# block 1

## config.mk

```make
export PLATFORM = sky130hd
export DESIGN_NAME = sum_uart_tx
export DESIGN_NICKNAME = d
export VERILOG_FILES = /design/src/rtl/sum_uart_tx.sv
export SDC_FILE = /design/constraint.sdc
export NUM_CORES = 1
export LEC_CHECK = 0
export CORE_MARGIN = 4
export CORE_UTILIZATION = 42
export CTS_CLUSTER_SIZE = 25
export DETAILED_ROUTE_END_ITERATION = 12
export SETUP_SLACK_MARGIN = 0.15
export SYNTH_ARGS = -nofsm -noshare
export SYNTH_HDL_FRONTEND = slang
export SYNTH_SLANG_ARGS = --single-unit
```

## constraint.sdc

```tcl
create_clock -name clock -period 6.6 [get_ports clock]
set_clock_uncertainty 0.15 [all_clocks]
set_input_delay 0.99 -clock clock [delete_from_list [all_inputs] [get_ports clock]]
set_output_delay 0.99 -clock clock [all_outputs]
set_load 0.02 [all_outputs]
```

## src/rtl/sum_uart_tx.sv

```systemverilog
// 8N1 UART transmitter fed by a small byte FIFO through a valid/ready handshake.
// A queued byte is popped straight into the next start bit, so back-to-back frames leave no idle gap.
module sum_uart_tx #(
    parameter int CLK_DIV    = 16,
    parameter int FIFO_DEPTH = 4
) (
    input  logic                          clock,
    input  logic                          reset,
    input  logic                          in_valid,
    output logic                          in_ready,
    input  logic [7:0]                    in_data,
    output logic                          tx,
    output logic                          busy,
    output logic [$clog2(FIFO_DEPTH):0]   fifo_level
);
    localparam int AW = $clog2(FIFO_DEPTH);
    localparam int CW = $clog2(CLK_DIV);
    localparam logic [CW-1:0] CNT_LOAD = CW'(CLK_DIV - 1);

    localparam logic [1:0] IDLE  = 2'd0;
    localparam logic [1:0] START = 2'd1;
    localparam logic [1:0] DATA  = 2'd2;
    localparam logic [1:0] STOP  = 2'd3;

    logic [7:0]    mem [FIFO_DEPTH];
    logic [AW:0]   wr_ptr, rd_ptr;
    logic [1:0]    state;
    logic [7:0]    shift;
    logic [CW-1:0] cnt;
    logic [2:0]    idx;
    logic          full, empty, push, pop, bit_end;
    logic [7:0]    head;

    // Extra pointer bit makes the difference range 0..FIFO_DEPTH, so full and empty stay distinct.
    assign fifo_level = wr_ptr - rd_ptr;
    assign full       = (fifo_level == (AW+1)'(FIFO_DEPTH));
    assign empty      = (fifo_level == '0);
    assign in_ready   = !full && !reset;
    assign push       = in_valid && in_ready;
    assign bit_end    = (cnt == '0);
    assign pop        = !empty && ((state == IDLE) || (state == STOP && bit_end));
    assign head       = mem[rd_ptr[AW-1:0]];

    always_ff @(posedge clock) begin
        if (push)
            mem[wr_ptr[AW-1:0]] <= in_data;
    end

    always_ff @(posedge clock or posedge reset) begin
        if (reset) begin
            wr_ptr <= '0;
            rd_ptr <= '0;
        end else begin
            if (push) wr_ptr <= wr_ptr + 1'b1;
            if (pop)  rd_ptr <= rd_ptr + 1'b1;
        end
    end

    // tx/busy are set on the transition into each state so the line is register-driven.
    always_ff @(posedge clock or posedge reset) begin
        if (reset) begin
            state <= IDLE;
            shift <= '0;
            cnt   <= '0;
            idx   <= '0;
            tx    <= 1'b1;
            busy  <= 1'b0;
        end else if (state == IDLE) begin
            if (pop) begin
                shift <= head;
                cnt   <= CNT_LOAD;
                state <= START;
                tx    <= 1'b0;
                busy  <= 1'b1;
            end
        end else if (!bit_end) begin
            cnt <= cnt - 1'b1;
        end else begin
            cnt <= CNT_LOAD;
            case (state)
                START: begin
                    state <= DATA;
                    idx   <= '0;
                    tx    <= shift[0];
                end
                DATA: begin
                    if (idx == 3'd7) begin
                        state <= STOP;
                        tx    <= 1'b1;
                    end else begin
                        shift <= shift >> 1;
                        idx   <= idx + 1'b1;
                        tx    <= shift[1];
                    end
                end
                STOP: begin
                    if (!empty) begin
                        shift <= head;
                        state <= START;
                        tx    <= 1'b0;
                    end else begin
                        state <= IDLE;
                        tx    <= 1'b1;
                        busy  <= 1'b0;
                    end
                end
                default: begin
                    state <= IDLE;
                    tx    <= 1'b1;
                    busy  <= 1'b0;
                end
            endcase
        end
    end
endmodule

```

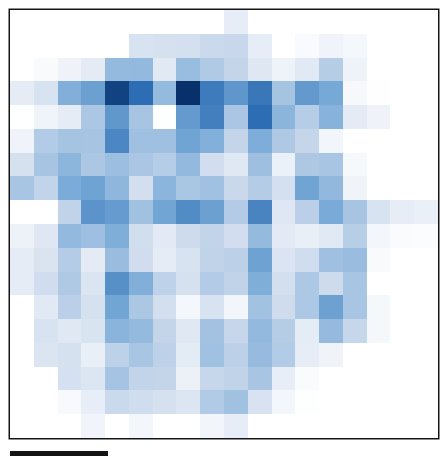
(block_1/metal_density.png)
Bar = 20 um. 18 x 18 tiles, from white (low) to dark blue (high), scaled to the fullest tile. Values are wire area over tile area, all layers added.
mean over tiles	0.097
nearly empty tiles	29%
fullest tile	0.48
tiles over half the peak	8.3%
emptiest ninth of the die	lower right
routed via count: 1490
GRT Total Usage: 14.4%
Post-Route WL: 4830 um

==> results.tsv <==
stage	metric	value	unit
status	outcome	completed	
floorplanning	rows	28	
global_routing	grtUsageMet2	22.0	%
finish	nFlopsAndLatches	57	
route	met1Wirelength	2350	um
timing	max_slew.worst_pin.slew	0.997	ns
hold_path	hp-start	tx	
clock_network	cts.sinks	57	
finish	dominant-cell-class	sequential cells	
route	wl_per_cell	17.2	um
power_and_ir_drop	top_power_group	combinational logic	
floorplanning	pin_count	17	
global_routing	grt_pass1_wl	8090	um
setup_path	r2r_start	rd_ptr[0]	
finish	layout.cells.most_common_list	32 x edfxtp_1, 24 x dfrtp_1, 17 x mux2_2	
setup_path	rrSetupSlack	3.41	ns
floorplanning	coreArea	6030	um2
synthesis	yosys.area.top_type_share	36.2	%
power_and_ir_drop	pwr-share-seq	37.8	%
clock_network	clock_latency	0.33	ns
-- registers in the layout, summed over array words and instances, names as in the netlist --
signal  cells
busy        1
cnt         4
idx         3
mem        32
rd_ptr      3
shift       8
state       2
tx          1
wr_ptr      3
-- cells by family (layout without fill, tap and decap cells) --
group	Yosys count	in the layout	synth area share (%)
AND-OR/OR-AND	27	27	7.21
XOR/XNOR	6	6	2.59
adder cells (fa/ha/maj)	15	15	7.35
buffers and inverters	17	44	2.78
flip-flops	57	57	59.8
multiplexers	26	26	14.4
AND/OR/NAND/NOR	30	30	5.94

# block 2

==> block_2/metal_density.png <==
Bar = 20 um. 15 x 15 tiles, from white (low) to dark blue (high), scaled to the fullest tile. Values are wire area over tile area, all layers added.
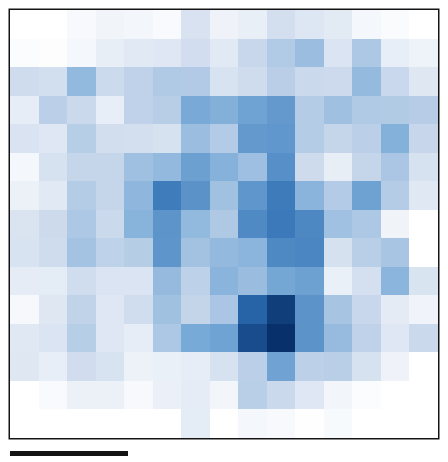
==> block_2/clk_routes.png <==
Bar = 20 um.
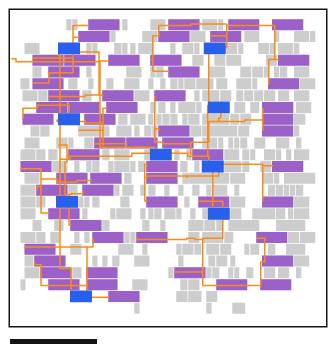
===== src/rtl/irqc_pkg.sv =====
// Shared constants and types for the interrupt controller: register offsets,
// controller state encoding and CAUSE register layout.
package irqc_pkg;

    localparam int REG_W           = 16;
    localparam int ID_W            = 4;
    localparam int CAUSE_VALID_BIT = 15;

    localparam logic [1:0] ADDR_PEND  = 2'd0;
    localparam logic [1:0] ADDR_MASK  = 2'd1;
    localparam logic [1:0] ADDR_CAUSE = 2'd2;
    localparam logic [1:0] ADDR_TRIG  = 2'd3;

    typedef enum logic [1:0] {
        IDLE    = 2'd0,
        REQ     = 2'd1,
        SERVICE = 2'd2
    } irqc_state_t;

endpackage


===== src/rtl/irqc_sync_edge.sv =====
// Two-flop synchroniser for one asynchronous interrupt line, followed by a
// previous-value flop so a rising edge is reported for exactly one cycle.
module irqc_sync_edge (
    input  logic clk,
    input  logic rst,
    input  logic src,
    output logic level,
    output logic rise
);

    logic meta_p0;
    logic sync_p1;
    logic prev_p2;

    always_ff @(posedge clk) begin
        if (rst) begin
            meta_p0 <= 1'b0;
            sync_p1 <= 1'b0;
            prev_p2 <= 1'b0;
        end else begin
            meta_p0 <= src;
            sync_p1 <= meta_p0;
            prev_p2 <= sync_p1;
        end
    end

    assign level = sync_p1;
    assign rise  = sync_p1 & ~prev_p2;

endmodule


===== src/rtl/irq_controller.sv =====
// Fixed-priority interrupt controller with a 4-word register window.
// Define IRQC_EDGE_CFG_EN to make TRIG writable (per-source level mode).
module irq_controller
    import irqc_pkg::*;
#(
    parameter int NUM_SRC = 8
) (
    input  logic               clk,
    input  logic               rst,
    input  logic [NUM_SRC-1:0] src,
    input  logic               cpu_ie,
    output logic               irq_req,
    output logic [ID_W-1:0]    irq_id,
    input  logic               irq_ack,
    input  logic               rfi,
    input  logic               bus_req,
    input  logic               bus_we,
    input  logic [1:0]         bus_addr,
    input  logic [REG_W-1:0]   bus_wdata,
    output logic [REG_W-1:0]   bus_rdata,
    output logic               bus_rvalid
);

    localparam int PAD_W = REG_W - NUM_SRC;

    irqc_state_t        state;
    logic [NUM_SRC-1:0] lvl, rise, pend, mask, trig, act;
    logic [NUM_SRC-1:0] pend_n, w1c, ack_clr, wdata_src;
    logic [ID_W-1:0]    winner, cause_id;
    logic               cause_valid, act_cur, ack_take, wr_en, rd_en;
    logic [REG_W-1:0]   rd_val;
    logic               unused_wdata;

    for (genvar g = 0; g < NUM_SRC; g++) begin : g_src
        irqc_sync_edge u_sync (
            .clk   (clk),
            .rst   (rst),
            .src   (src[g]),
            .level (lvl[g]),
            .rise  (rise[g])
        );
    end

    assign wr_en        = bus_req & bus_we;
    assign rd_en        = bus_req & ~bus_we;
    assign wdata_src    = bus_wdata[NUM_SRC-1:0];
    assign unused_wdata = ^bus_wdata;
    assign act          = pend & mask;
    assign ack_take     = (state == REQ) && irq_ack;
    assign w1c          = (wr_en && bus_addr == ADDR_PEND) ? wdata_src : '0;

`ifdef IRQC_EDGE_CFG_EN
    always_ff @(posedge clk) begin
        if (rst)
            trig <= '0;
        else if (wr_en && bus_addr == ADDR_TRIG)
            trig <= wdata_src;
    end
`else
    assign trig = '0;
`endif

    // Lowest set index wins; act_cur tracks whether the latched request is still live.
    always_comb begin
        winner  = '0;
        act_cur = 1'b0;
        ack_clr = '0;
        for (int i = NUM_SRC - 1; i >= 0; i--) begin
            if (act[i])
                winner = ID_W'(i);
        end
        for (int i = 0; i < NUM_SRC; i++) begin
            if (ID_W'(i) == irq_id) begin
                act_cur    = act[i];
                ack_clr[i] = ack_take;
            end
        end
    end

    // A new rising edge beats any clear landing in the same cycle.
    always_comb begin
        pend_n = '0;
        for (int i = 0; i < NUM_SRC; i++) begin
            if (trig[i])
                pend_n[i] = lvl[i];
            else
                pend_n[i] = rise[i] | (pend[i] & ~(w1c[i] | ack_clr[i]));
        end
    end

    always_ff @(posedge clk) begin
        if (rst) begin
            pend <= '0;
            mask <= '0;
        end else begin
            pend <= pend_n;
            if (wr_en && bus_addr == ADDR_MASK)
                mask <= wdata_src;
        end
    end

    always_ff @(posedge clk) begin
        if (rst) begin
            state       <= IDLE;
            irq_req     <= 1'b0;
            irq_id      <= '0;
            cause_valid <= 1'b0;
            cause_id    <= '0;
        end else begin
            case (state)
                IDLE: begin
                    if (|act && cpu_ie) begin
                        state   <= REQ;
                        irq_req <= 1'b1;
                        irq_id  <= winner;
                    end
                end
                REQ: begin
                    if (irq_ack) begin
                        state       <= SERVICE;
                        irq_req     <= 1'b0;
                        cause_valid <= 1'b1;
                        cause_id    <= irq_id;
                    end else if (!act_cur) begin
                        state   <= IDLE;
                        irq_req <= 1'b0;
                    end
                end
                SERVICE: begin
                    if (rfi) begin
                        state       <= IDLE;
                        cause_valid <= 1'b0;
                    end
                end
                default: begin
                    state   <= IDLE;
                    irq_req <= 1'b0;
                end
            endcase
        end
    end

    always_comb begin
        rd_val = '0;
        case (bus_addr)
            ADDR_PEND:  rd_val = {{PAD_W{1'b0}}, pend};
            ADDR_MASK:  rd_val = {{PAD_W{1'b0}}, mask};
            ADDR_CAUSE: begin
                rd_val[CAUSE_VALID_BIT] = cause_valid;
                rd_val[ID_W-1:0]        = cause_id;
            end
            ADDR_TRIG:  rd_val = {{PAD_W{1'b0}}, trig};
            default:    rd_val = '0;
        endcase
    end

    always_ff @(posedge clk) begin
        if (rst) begin
            bus_rdata  <= '0;
            bus_rvalid <= 1'b0;
        end else begin
            bus_rvalid <= rd_en;
            if (rd_en)
                bus_rdata <= rd_val;
        end
    end

endmodule

===== config.mk =====
export PLATFORM = sky130hd
export DESIGN_NAME = irq_controller
export DESIGN_NICKNAME = d
export VERILOG_FILES = /design/src/rtl/irqc_pkg.sv /design/src/rtl/irqc_sync_edge.sv /design/src/rtl/irq_controller.sv
export SDC_FILE = /design/constraint.sdc
export NUM_CORES = 1
export LEC_CHECK = 0
export CORE_MARGIN = 2
export CORE_UTILIZATION = 52
export CTS_BUF_LIST = sky130_fd_sc_hd__clkbuf_4 sky130_fd_sc_hd__clkbuf_8
export CTS_CLUSTER_DIAMETER = 40
export DETAILED_ROUTE_END_ITERATION = 10
export PLACE_DENSITY = 0.82
export RECOVER_POWER = 50
export SYNTH_ARGS = -nofsm -noshare
export SYNTH_HDL_FRONTEND = slang
export SYNTH_SLANG_ARGS = --single-unit

===== constraint.sdc =====
create_clock -name clk -period 1.63 [get_ports clk]
set_input_delay 0.326 -clock clk [delete_from_list [all_inputs] [get_ports clk]]
set_output_delay 0.326 -clock clk [all_outputs]
set_load 0.02 [all_outputs]

==> results.tsv <==
stage	metric	value	unit
hold_path	min_path_type	flip-flop to flip-flop	
setup_path	critPathLaunchType	flip-flop	
setup_path	critical-path-top-delay-family	buffers and inverters	
finish	final_area	3120	um2
floorplanning	coreArea	4630	um2
status	outcome	completed	
setup_path	cp_slowest_stage_delay	0.60	ns
finish	comb_cells	186	
synthesis	async_flop_share	0	%
synthesis	syn-cell-area	2460	um2
power_and_ir_drop	pwr-share-seq	48.9	%
finish	diodes	0	
finish	final_nets	358	
placement	dpl.cell_count	368	
synthesis	synth-edff-count	0	
clock_network	htreeDepth	3	
global_routing	grtUsageTotal	21.7	%
About block_2/metal_density.png:
fullest tile	0.63
emptiest ninth of the die	lower left
tiles over half the peak	13%

About block_2/clk_routes.png:
[blue] clock drivers | count: 9
[purple] flip-flops | count: 60
[orange] clock wires | length: 678 um
routed clock nets	10

[layout by cell type (no fill, tap or decap), types with 5 or more instances in the layout]
cell type,netlist,final
buf_4,9,18
mux2_1,5,5
conb_1,1,8
a21oi_1,21,21
clkbuf_8,0,12
nor2b_1,23,23
a221o_1,6,6
inv_1,8,9
clkdlybuf4s50_1,0,31
nand2_1,46,46
o21ai_1,6,6
nor2_1,24,24
a211oi_1,7,7
clkbuf_1,7,5
dfxtp_1,60,60
a22oi_1,9,9
[per-layer routing]
layer,global-route usage (%),wire length [um]
met5,0,0
met4,13.2,112
met3,4.70,308
met2,36.8,2730
met1,25.0,2200

# block 3

==> block_3/metal_density.png <==
Bar = 20 um. 14 x 14 tiles, from white (low) to dark blue (high), scaled to the fullest tile. Values are wire area over tile area, all layers added.
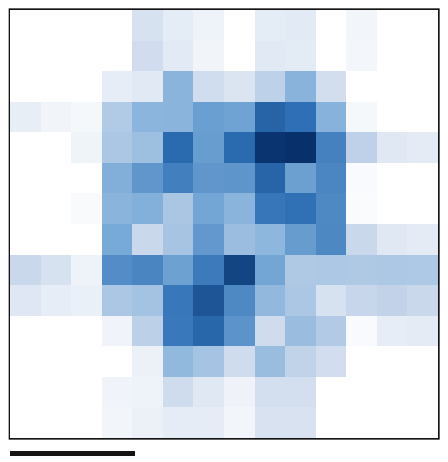
==> block_3/detail.png <==
Window x 14 to 54, y 14 to 54 um. Cells in grey, sequential cells in the stronger grey; small squares are vias.
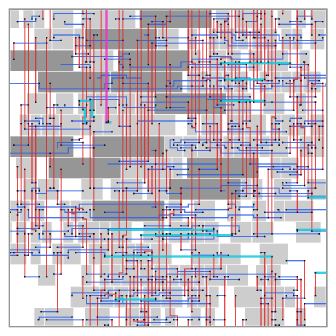
[config.mk]
export PLATFORM = sky130hd
export DESIGN_NAME = hazard_unit
export DESIGN_NICKNAME = d
export VERILOG_FILES = /design/src/rtl/hazard_unit_pkg.sv /design/src/rtl/hazard_unit_reg_usage_decode.sv /design/src/rtl/hazard_unit.sv
export SDC_FILE = /design/constraint.sdc
export NUM_CORES = 1
export LEC_CHECK = 0
export ABC_AREA = 1
export ABC_CLOCK_PERIOD_IN_PS = 1200
export CORE_MARGIN = 8
export CORE_UTILIZATION = 39
export CTS_CLUSTER_SIZE = 16
export DETAILED_ROUTE_END_ITERATION = 12
export PLACE_DENSITY = 0.81
export SYNTH_ARGS = -nofsm -noshare
export SYNTH_HDL_FRONTEND = slang
export SYNTH_SLANG_ARGS = --single-unit
[constraint.sdc]
create_clock -name clk -period 1.2 [get_ports clk]
set_clock_uncertainty 0.05 [all_clocks]
set_input_delay 0.18 -clock clk [delete_from_list [all_inputs] [get_ports clk]]
set_output_delay 0.18 -clock clk [all_outputs]
set_load 0.02 [all_outputs]
[src/rtl/hazard_unit_pkg.sv]
// hazard_unit_pkg: opcode/funct codes, forward-select codes and the pipeline tracking entry,
// shared between the hazard unit and the controller.
package hazard_unit_pkg;

    localparam logic [5:0] OP_RTYPE = 6'h00;
    localparam logic [5:0] OP_JAL   = 6'h03;
    localparam logic [5:0] OP_BEQ   = 6'h04;
    localparam logic [5:0] OP_BNE   = 6'h05;
    localparam logic [5:0] OP_ADDI  = 6'h08;
    localparam logic [5:0] OP_SLTI  = 6'h0A;
    localparam logic [5:0] OP_ANDI  = 6'h0C;
    localparam logic [5:0] OP_ORI   = 6'h0D;
    localparam logic [5:0] OP_LUI   = 6'h0F;
    localparam logic [5:0] OP_LB    = 6'h20;
    localparam logic [5:0] OP_LW    = 6'h23;
    localparam logic [5:0] OP_SW    = 6'h2B;

    localparam logic [5:0] FN_SLL   = 6'h00;
    localparam logic [5:0] FN_SRL   = 6'h02;
    localparam logic [5:0] FN_SRA   = 6'h03;
    localparam logic [5:0] FN_JR    = 6'h08;

    localparam logic [1:0] FWD_RF   = 2'b00;
    localparam logic [1:0] FWD_MEM  = 2'b01;
    localparam logic [1:0] FWD_WB   = 2'b10;

    typedef struct packed {
        logic [4:0] dst;
        logic       wr;
        logic       is_load;
    } trk_t;

    // A producer only matters for a source that is actually read and is not $0.
    function automatic logic src_hit(input trk_t t, input logic used, input logic [4:0] r);
        return used && t.wr && (r != 5'd0) && (t.dst == r);
    endfunction

endpackage

[src/rtl/hazard_unit_reg_usage_decode.sv]
// reg_usage_decode: classifies the decode-stage instruction into destination and source
// register usage for hazard detection.
module reg_usage_decode
    import hazard_unit_pkg::*;
(
    input  logic [31:0] i_inst,
    output logic [4:0]  o_dst,
    output logic        o_wr,
    output logic        o_is_load,
    output logic        o_uses_rs,
    output logic        o_uses_rt,
    output logic [4:0]  o_rs,
    output logic [4:0]  o_rt
);

    logic [5:0] w_op;
    logic [5:0] w_fn;
    logic       w_r;
    logic       w_jr;
    logic       w_shift;
    logic       w_alu_i;
    logic       w_load;
    logic       w_store;
    logic       w_branch;
    logic       w_unused;

    assign w_op     = i_inst[31:26];
    assign w_fn     = i_inst[5:0];
    assign w_r      = w_op == OP_RTYPE;
    assign w_jr     = w_r && (w_fn == FN_JR);
    assign w_shift  = w_r && (w_fn == FN_SLL || w_fn == FN_SRL || w_fn == FN_SRA);
    assign w_alu_i  = w_op == OP_ADDI || w_op == OP_ANDI || w_op == OP_ORI || w_op == OP_SLTI;
    assign w_load   = w_op == OP_LW || w_op == OP_LB;
    assign w_store  = w_op == OP_SW;
    assign w_branch = w_op == OP_BEQ || w_op == OP_BNE;

    assign o_dst     = (w_r && !w_jr) ? i_inst[15:11] :
                       (w_alu_i || w_op == OP_LUI || w_load) ? i_inst[20:16] :
                       (w_op == OP_JAL) ? 5'd31 : 5'd0;
    assign o_wr      = o_dst != 5'd0;
    assign o_is_load = w_load;
    assign o_uses_rs = (w_r && !w_shift) || w_alu_i || w_load || w_store || w_branch;
    assign o_uses_rt = w_r || w_store || w_branch;
    assign o_rs      = i_inst[25:21];
    assign o_rt      = i_inst[20:16];
    assign w_unused  = ^i_inst[10:6];

endmodule

[src/rtl/hazard_unit.sv]
// hazard_unit: load-use / RAW stall, forward-select and redirect-flush generation.
// Define FORWARDING_EN to enable forwarding; otherwise RAW hazards stall until the producer leaves MEM.
module hazard_unit
    import hazard_unit_pkg::*;
(
    input  logic        clk,
    input  logic        rst,
    input  logic [31:0] i_id_inst,
    input  logic        i_id_valid,
    input  logic        i_redirect,
    output logic        o_stall,
    output logic        o_flush,
    output logic [1:0]  o_fwd_a,
    output logic [1:0]  o_fwd_b
);

    logic [4:0] w_dst;
    logic       w_wr;
    logic       w_is_load;
    logic       w_uses_rs;
    logic       w_uses_rt;
    logic [4:0] w_rs;
    logic [4:0] w_rt;
    logic       w_hazard;
    logic       w_bubble;
    logic [1:0] w_fwd_a;
    logic [1:0] w_fwd_b;
    logic       w_unused;
    trk_t       r_ex;
    trk_t       r_mem;
    trk_t       r_wb;
    logic       r_flush;
    logic [1:0] r_fwd_a;
    logic [1:0] r_fwd_b;

    reg_usage_decode u_dec (
        .i_inst    (i_id_inst),
        .o_dst     (w_dst),
        .o_wr      (w_wr),
        .o_is_load (w_is_load),
        .o_uses_rs (w_uses_rs),
        .o_uses_rt (w_uses_rt),
        .o_rs      (w_rs),
        .o_rt      (w_rt)
    );

`ifdef FORWARDING_EN
    assign w_hazard = r_ex.is_load && (src_hit(r_ex, w_uses_rs, w_rs) || src_hit(r_ex, w_uses_rt, w_rt));
    // r_ex is about to move into MEM, r_mem into WB; the nearer producer wins.
    assign w_fwd_a  = w_bubble ? FWD_RF : src_hit(r_ex, w_uses_rs, w_rs) ? FWD_MEM :
                      src_hit(r_mem, w_uses_rs, w_rs) ? FWD_WB : FWD_RF;
    assign w_fwd_b  = w_bubble ? FWD_RF : src_hit(r_ex, w_uses_rt, w_rt) ? FWD_MEM :
                      src_hit(r_mem, w_uses_rt, w_rt) ? FWD_WB : FWD_RF;
`else
    assign w_hazard = src_hit(r_ex, w_uses_rs, w_rs) || src_hit(r_ex, w_uses_rt, w_rt) ||
                      src_hit(r_mem, w_uses_rs, w_rs) || src_hit(r_mem, w_uses_rt, w_rt);
    assign w_fwd_a  = FWD_RF;
    assign w_fwd_b  = FWD_RF;
`endif

    // The instruction under flush is dead: it neither stalls nor produces.
    assign o_stall  = i_id_valid && !r_flush && w_hazard;
    assign w_bubble = o_stall || r_flush || !i_id_valid;
    assign o_flush  = r_flush;
    assign o_fwd_a  = r_fwd_a;
    assign o_fwd_b  = r_fwd_b;
    assign w_unused = ^{r_wb, r_mem.is_load, r_ex.is_load};

    always_ff @(posedge clk or posedge rst) begin
        if (rst) begin
            r_ex    <= '0;
            r_mem   <= '0;
            r_wb    <= '0;
            r_flush <= 1'b0;
            r_fwd_a <= FWD_RF;
            r_fwd_b <= FWD_RF;
        end else begin
            r_ex    <= w_bubble ? '0 : '{dst: w_dst, wr: w_wr, is_load: w_is_load};
            r_mem   <= r_ex;
            r_wb    <= r_mem;
            r_flush <= i_redirect && !o_stall && !r_flush;
            r_fwd_a <= w_fwd_a;
            r_fwd_b <= w_fwd_b;
        end
    end

endmodule
==> results.tsv <==
stage	metric	value	unit
global_routing	antenna_found_initial	0	
setup_path	ff2ff_path_depth	9	
global_routing	grtUsageMet2	23.2	%
global_routing	grt_pass1_vias	1173	
timing	setup_ws	-0.701	ns
floorplanning	rows	19	
status	outcome	finished with violations	
route	met1Wirelength	1310	um
clock_network	htreeDepth	1	
setup_path	rrSetupSlack	-0.48	ns
setup_path	critPathSlowestCell	dfrtp_1	
setup_path	worstSetupPathType	flip-flop to output port	
finish	syn2layout_area_growth	59.3	%
clock_network	clk_pin_slew_worst_paths	0.08	ns
status	failed_checks	negative setup slack	
synthesis	largest_area_cell	dfrtp_1	
power_and_ir_drop	clkPwrFrac	24.7	%
setup_path	cp_data_arrival_time	1.67	ns
route	top_layer	met4	
route	initialDrtViolationCount	103	
timing	finalSetupViolations	8	
finish	nFlopsAndLatches	13	
floorplanning	pin_count	42	
## Picture notes: block_3/metal_density.png
fullest tile	0.46
emptiest ninth of the die	lower left
densest ninth of the die	centre
mean over tiles	0.11
nearly empty tiles	32%
tiles over half the peak	18%
routed via count: 1249
Post-Route WL: 3140 um
GRT Total Usage: 13.0%
WL/cell: 12.0 um

## Picture notes: block_3/detail.png
colour	layer
red	metal 2
magenta	metal 4
cyan	metal 3
blue	metal 1
cells with their middle in the window	178
sequential cells in the window	13
most frequent	buf_4 (28), nor2_1 (24), nand2_1 (23)
netlist names of flops here include	r_ex (6), r_mem (6)

==> registers in the layout, indices dropped and copies added (netlist names) <==
name     count
r_ex         6
r_mem        6
o_flush      1
==> stage by stage <==
step           cells  utilization [%]  power, mW  cell area (um2)  worst slack [ns]
3_3_place_gp     250             59.6      0.799             1590             -1.15
3_5_place_dp     250             59.6      0.804             1590             -1.19
5_1_grt          261             63.6       1.14             1690            -0.791
4_1_cts          258             61.5       1.06             1640            -0.616
2_1_floorplan    168                -      0.619             1080            -0.174
6_report         261             63.6       1.07             1690            -0.701

# block 4

==> block_4/metal_density.png <==
Bar = 10 um. 8 x 8 tiles, from white (low) to dark blue (high), scaled to the fullest tile. Values are wire area over tile area, all layers added.
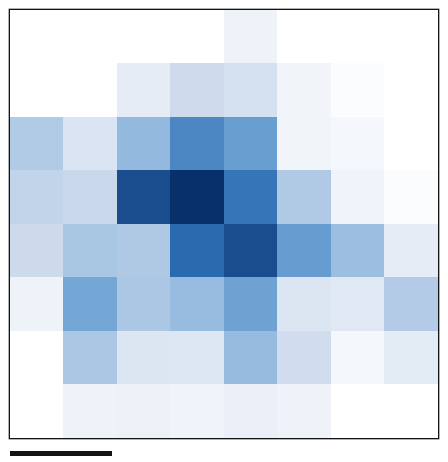
==> block_4/wires.png <==
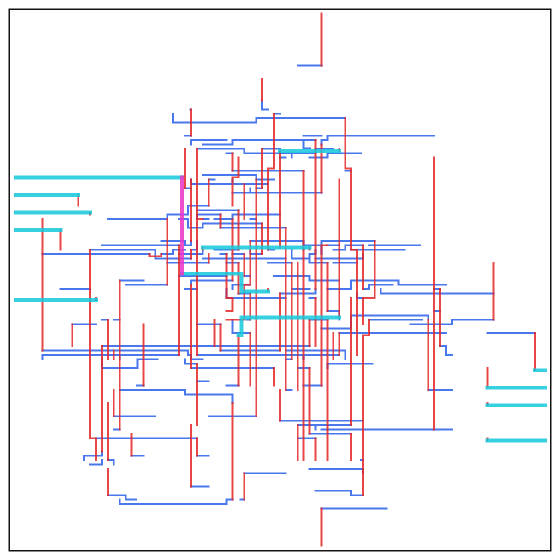
[src/rtl/sat_counter.sv]
`default_nettype none
// ============================================================================
//  Module      : sat_counter
//  Description : Up-counter that increments on inc and sticks at its maximum
//                value instead of wrapping. Synchronous active-high reset.
//  Revision    : 1.0 - initial release
// ============================================================================
module sat_counter #(
    parameter int unsigned CNT_W = 8
) (
    input  logic             clk,
    input  logic             rst,
    input  logic             inc,
    output logic [CNT_W-1:0] count
);

    localparam logic [CNT_W-1:0] c_cnt_max = '1;

    logic [CNT_W-1:0] r_count_q;
    logic [CNT_W-1:0] w_count_d;

    // Next count: step by one unless already pinned at the maximum
    always_comb begin
        w_count_d = r_count_q;
        if (inc && (r_count_q != c_cnt_max)) begin
            w_count_d = r_count_q + 1'b1;
        end
    end

    // Count register
    always_ff @(posedge clk) begin
        if (rst) begin
            r_count_q <= '0;
        end else begin
            r_count_q <= w_count_d;
        end
    end

    assign count = r_count_q;

endmodule : sat_counter
`default_nettype wire

[config.mk]
export PLATFORM = sky130hd
export DESIGN_NAME = sat_counter
export DESIGN_NICKNAME = d
export VERILOG_FILES = /design/src/rtl/sat_counter.sv
export SDC_FILE = /design/constraint.sdc
export NUM_CORES = 1
export LEC_CHECK = 0
export CAP_MARGIN = 10
export CELL_PAD_IN_SITES_DETAIL_PLACEMENT = 0
export CELL_PAD_IN_SITES_GLOBAL_PLACEMENT = 1
export CORE_MARGIN = 2
export CORE_UTILIZATION = 30
export CTS_CLUSTER_DIAMETER = 30
export DETAILED_ROUTE_END_ITERATION = 8
export PLACE_DENSITY = 0.77
export SLEW_MARGIN = 20
export SYNTH_ARGS = -nofsm -noshare
export SYNTH_HDL_FRONTEND = slang
export SYNTH_SLANG_ARGS = --single-unit
[constraint.sdc]
create_clock -name clk -period 1.35 [get_ports clk]
set_input_delay 0.27 -clock clk [delete_from_list [all_inputs] [get_ports clk]]
set_output_delay 0.27 -clock clk [all_outputs]
set_load 0.01 [all_outputs]
==> results.tsv <==
stage	metric	value	unit
synthesis	synth.logic.top_family	AND-OR/OR-AND gates	
power_and_ir_drop	combPwrFrac	13.7	%
global_routing	met1_usage	14.0	%
synthesis	synth-warning-count	0	
clock_network	cts.sinks	8	
hold_path	worstHoldPathCells	3	
clock_network	htreeDepth	1	
status	outcome	completed	
synthesis	synthXorXnorAreaFrac	0	%
synthesis	async_flop_share	0	%
placement	post-dp-hpwl	764	um
power_and_ir_drop	powerDensity	775	nW/um2
global_routing	grt_max_degree	8	
floorplanning	rows	13	
hold_path	min_path_type	input port to flip-flop	
timing	final.period_utilization	96.9	%
route	met2_length	469	um
synthesis	synthAoiAreaFrac	25.9	%
timing	rsz0062_at_grt	no	
About block_4/metal_density.png:
mean over tiles	0.096
densest ninth of the die	centre
emptiest ninth of the die	upper right
GRT Total Usage: 12.5%
Post-Route WL: 1030 um
routed via count: 445
WL/cell: 12.3 um

About block_4/wires.png:
colour	layer	wire length
cyan	metal 3	77.3 um
red	metal 2	469 um
blue	metal 1	479 um
magenta	metal 4	7.50 um

## cells in the final DEF (no fill, tap or decap), types with 2 or more instances in the layout
cell type,instances
buf_4,11
dlygate4sd2_1,8
dfxtp_1,6
a21oi_1,5
nand2_1,5
clkbuf_4,3
and4_1,2
nand4_1,2
nor3_1,2
o21bai_1,2
nand3_1,2
a211oi_1,2
dfxtp_2,2
## timing repair
action / CTS / global route
endpoints found under the hold margin: 0 / 0
setup endpoints to repair: 8 / 1
pin swaps: 0 / 1
resized: 9 / 1
cloned: 0 / 0


## Gallery

M3 wires.
Cells faint in the background.
(a)
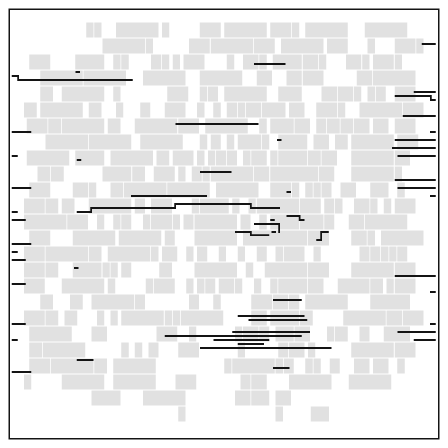
(b)
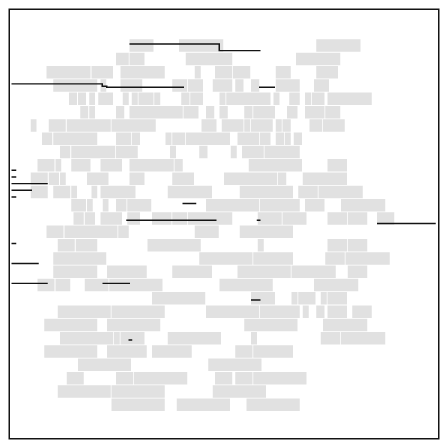
(c)
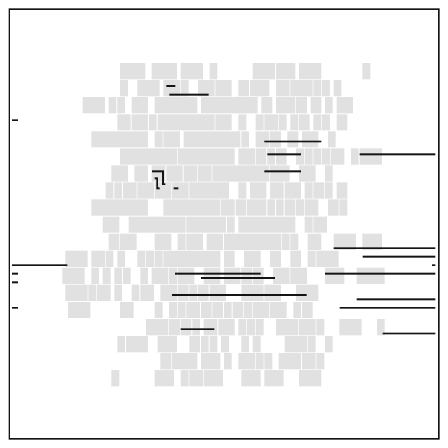
(d)
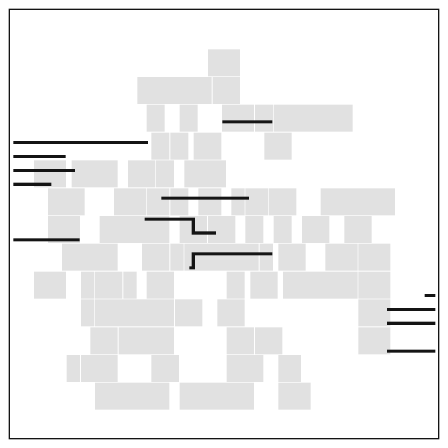
(a) comes from block 2.
(c) comes from block 3.
(b) comes from block 1.
(d) comes from block 4.

Key to (a):
longest straight run	23.0 um
wire length on this layer	308 um

Power is estimated from default activity; no workload was simulated.
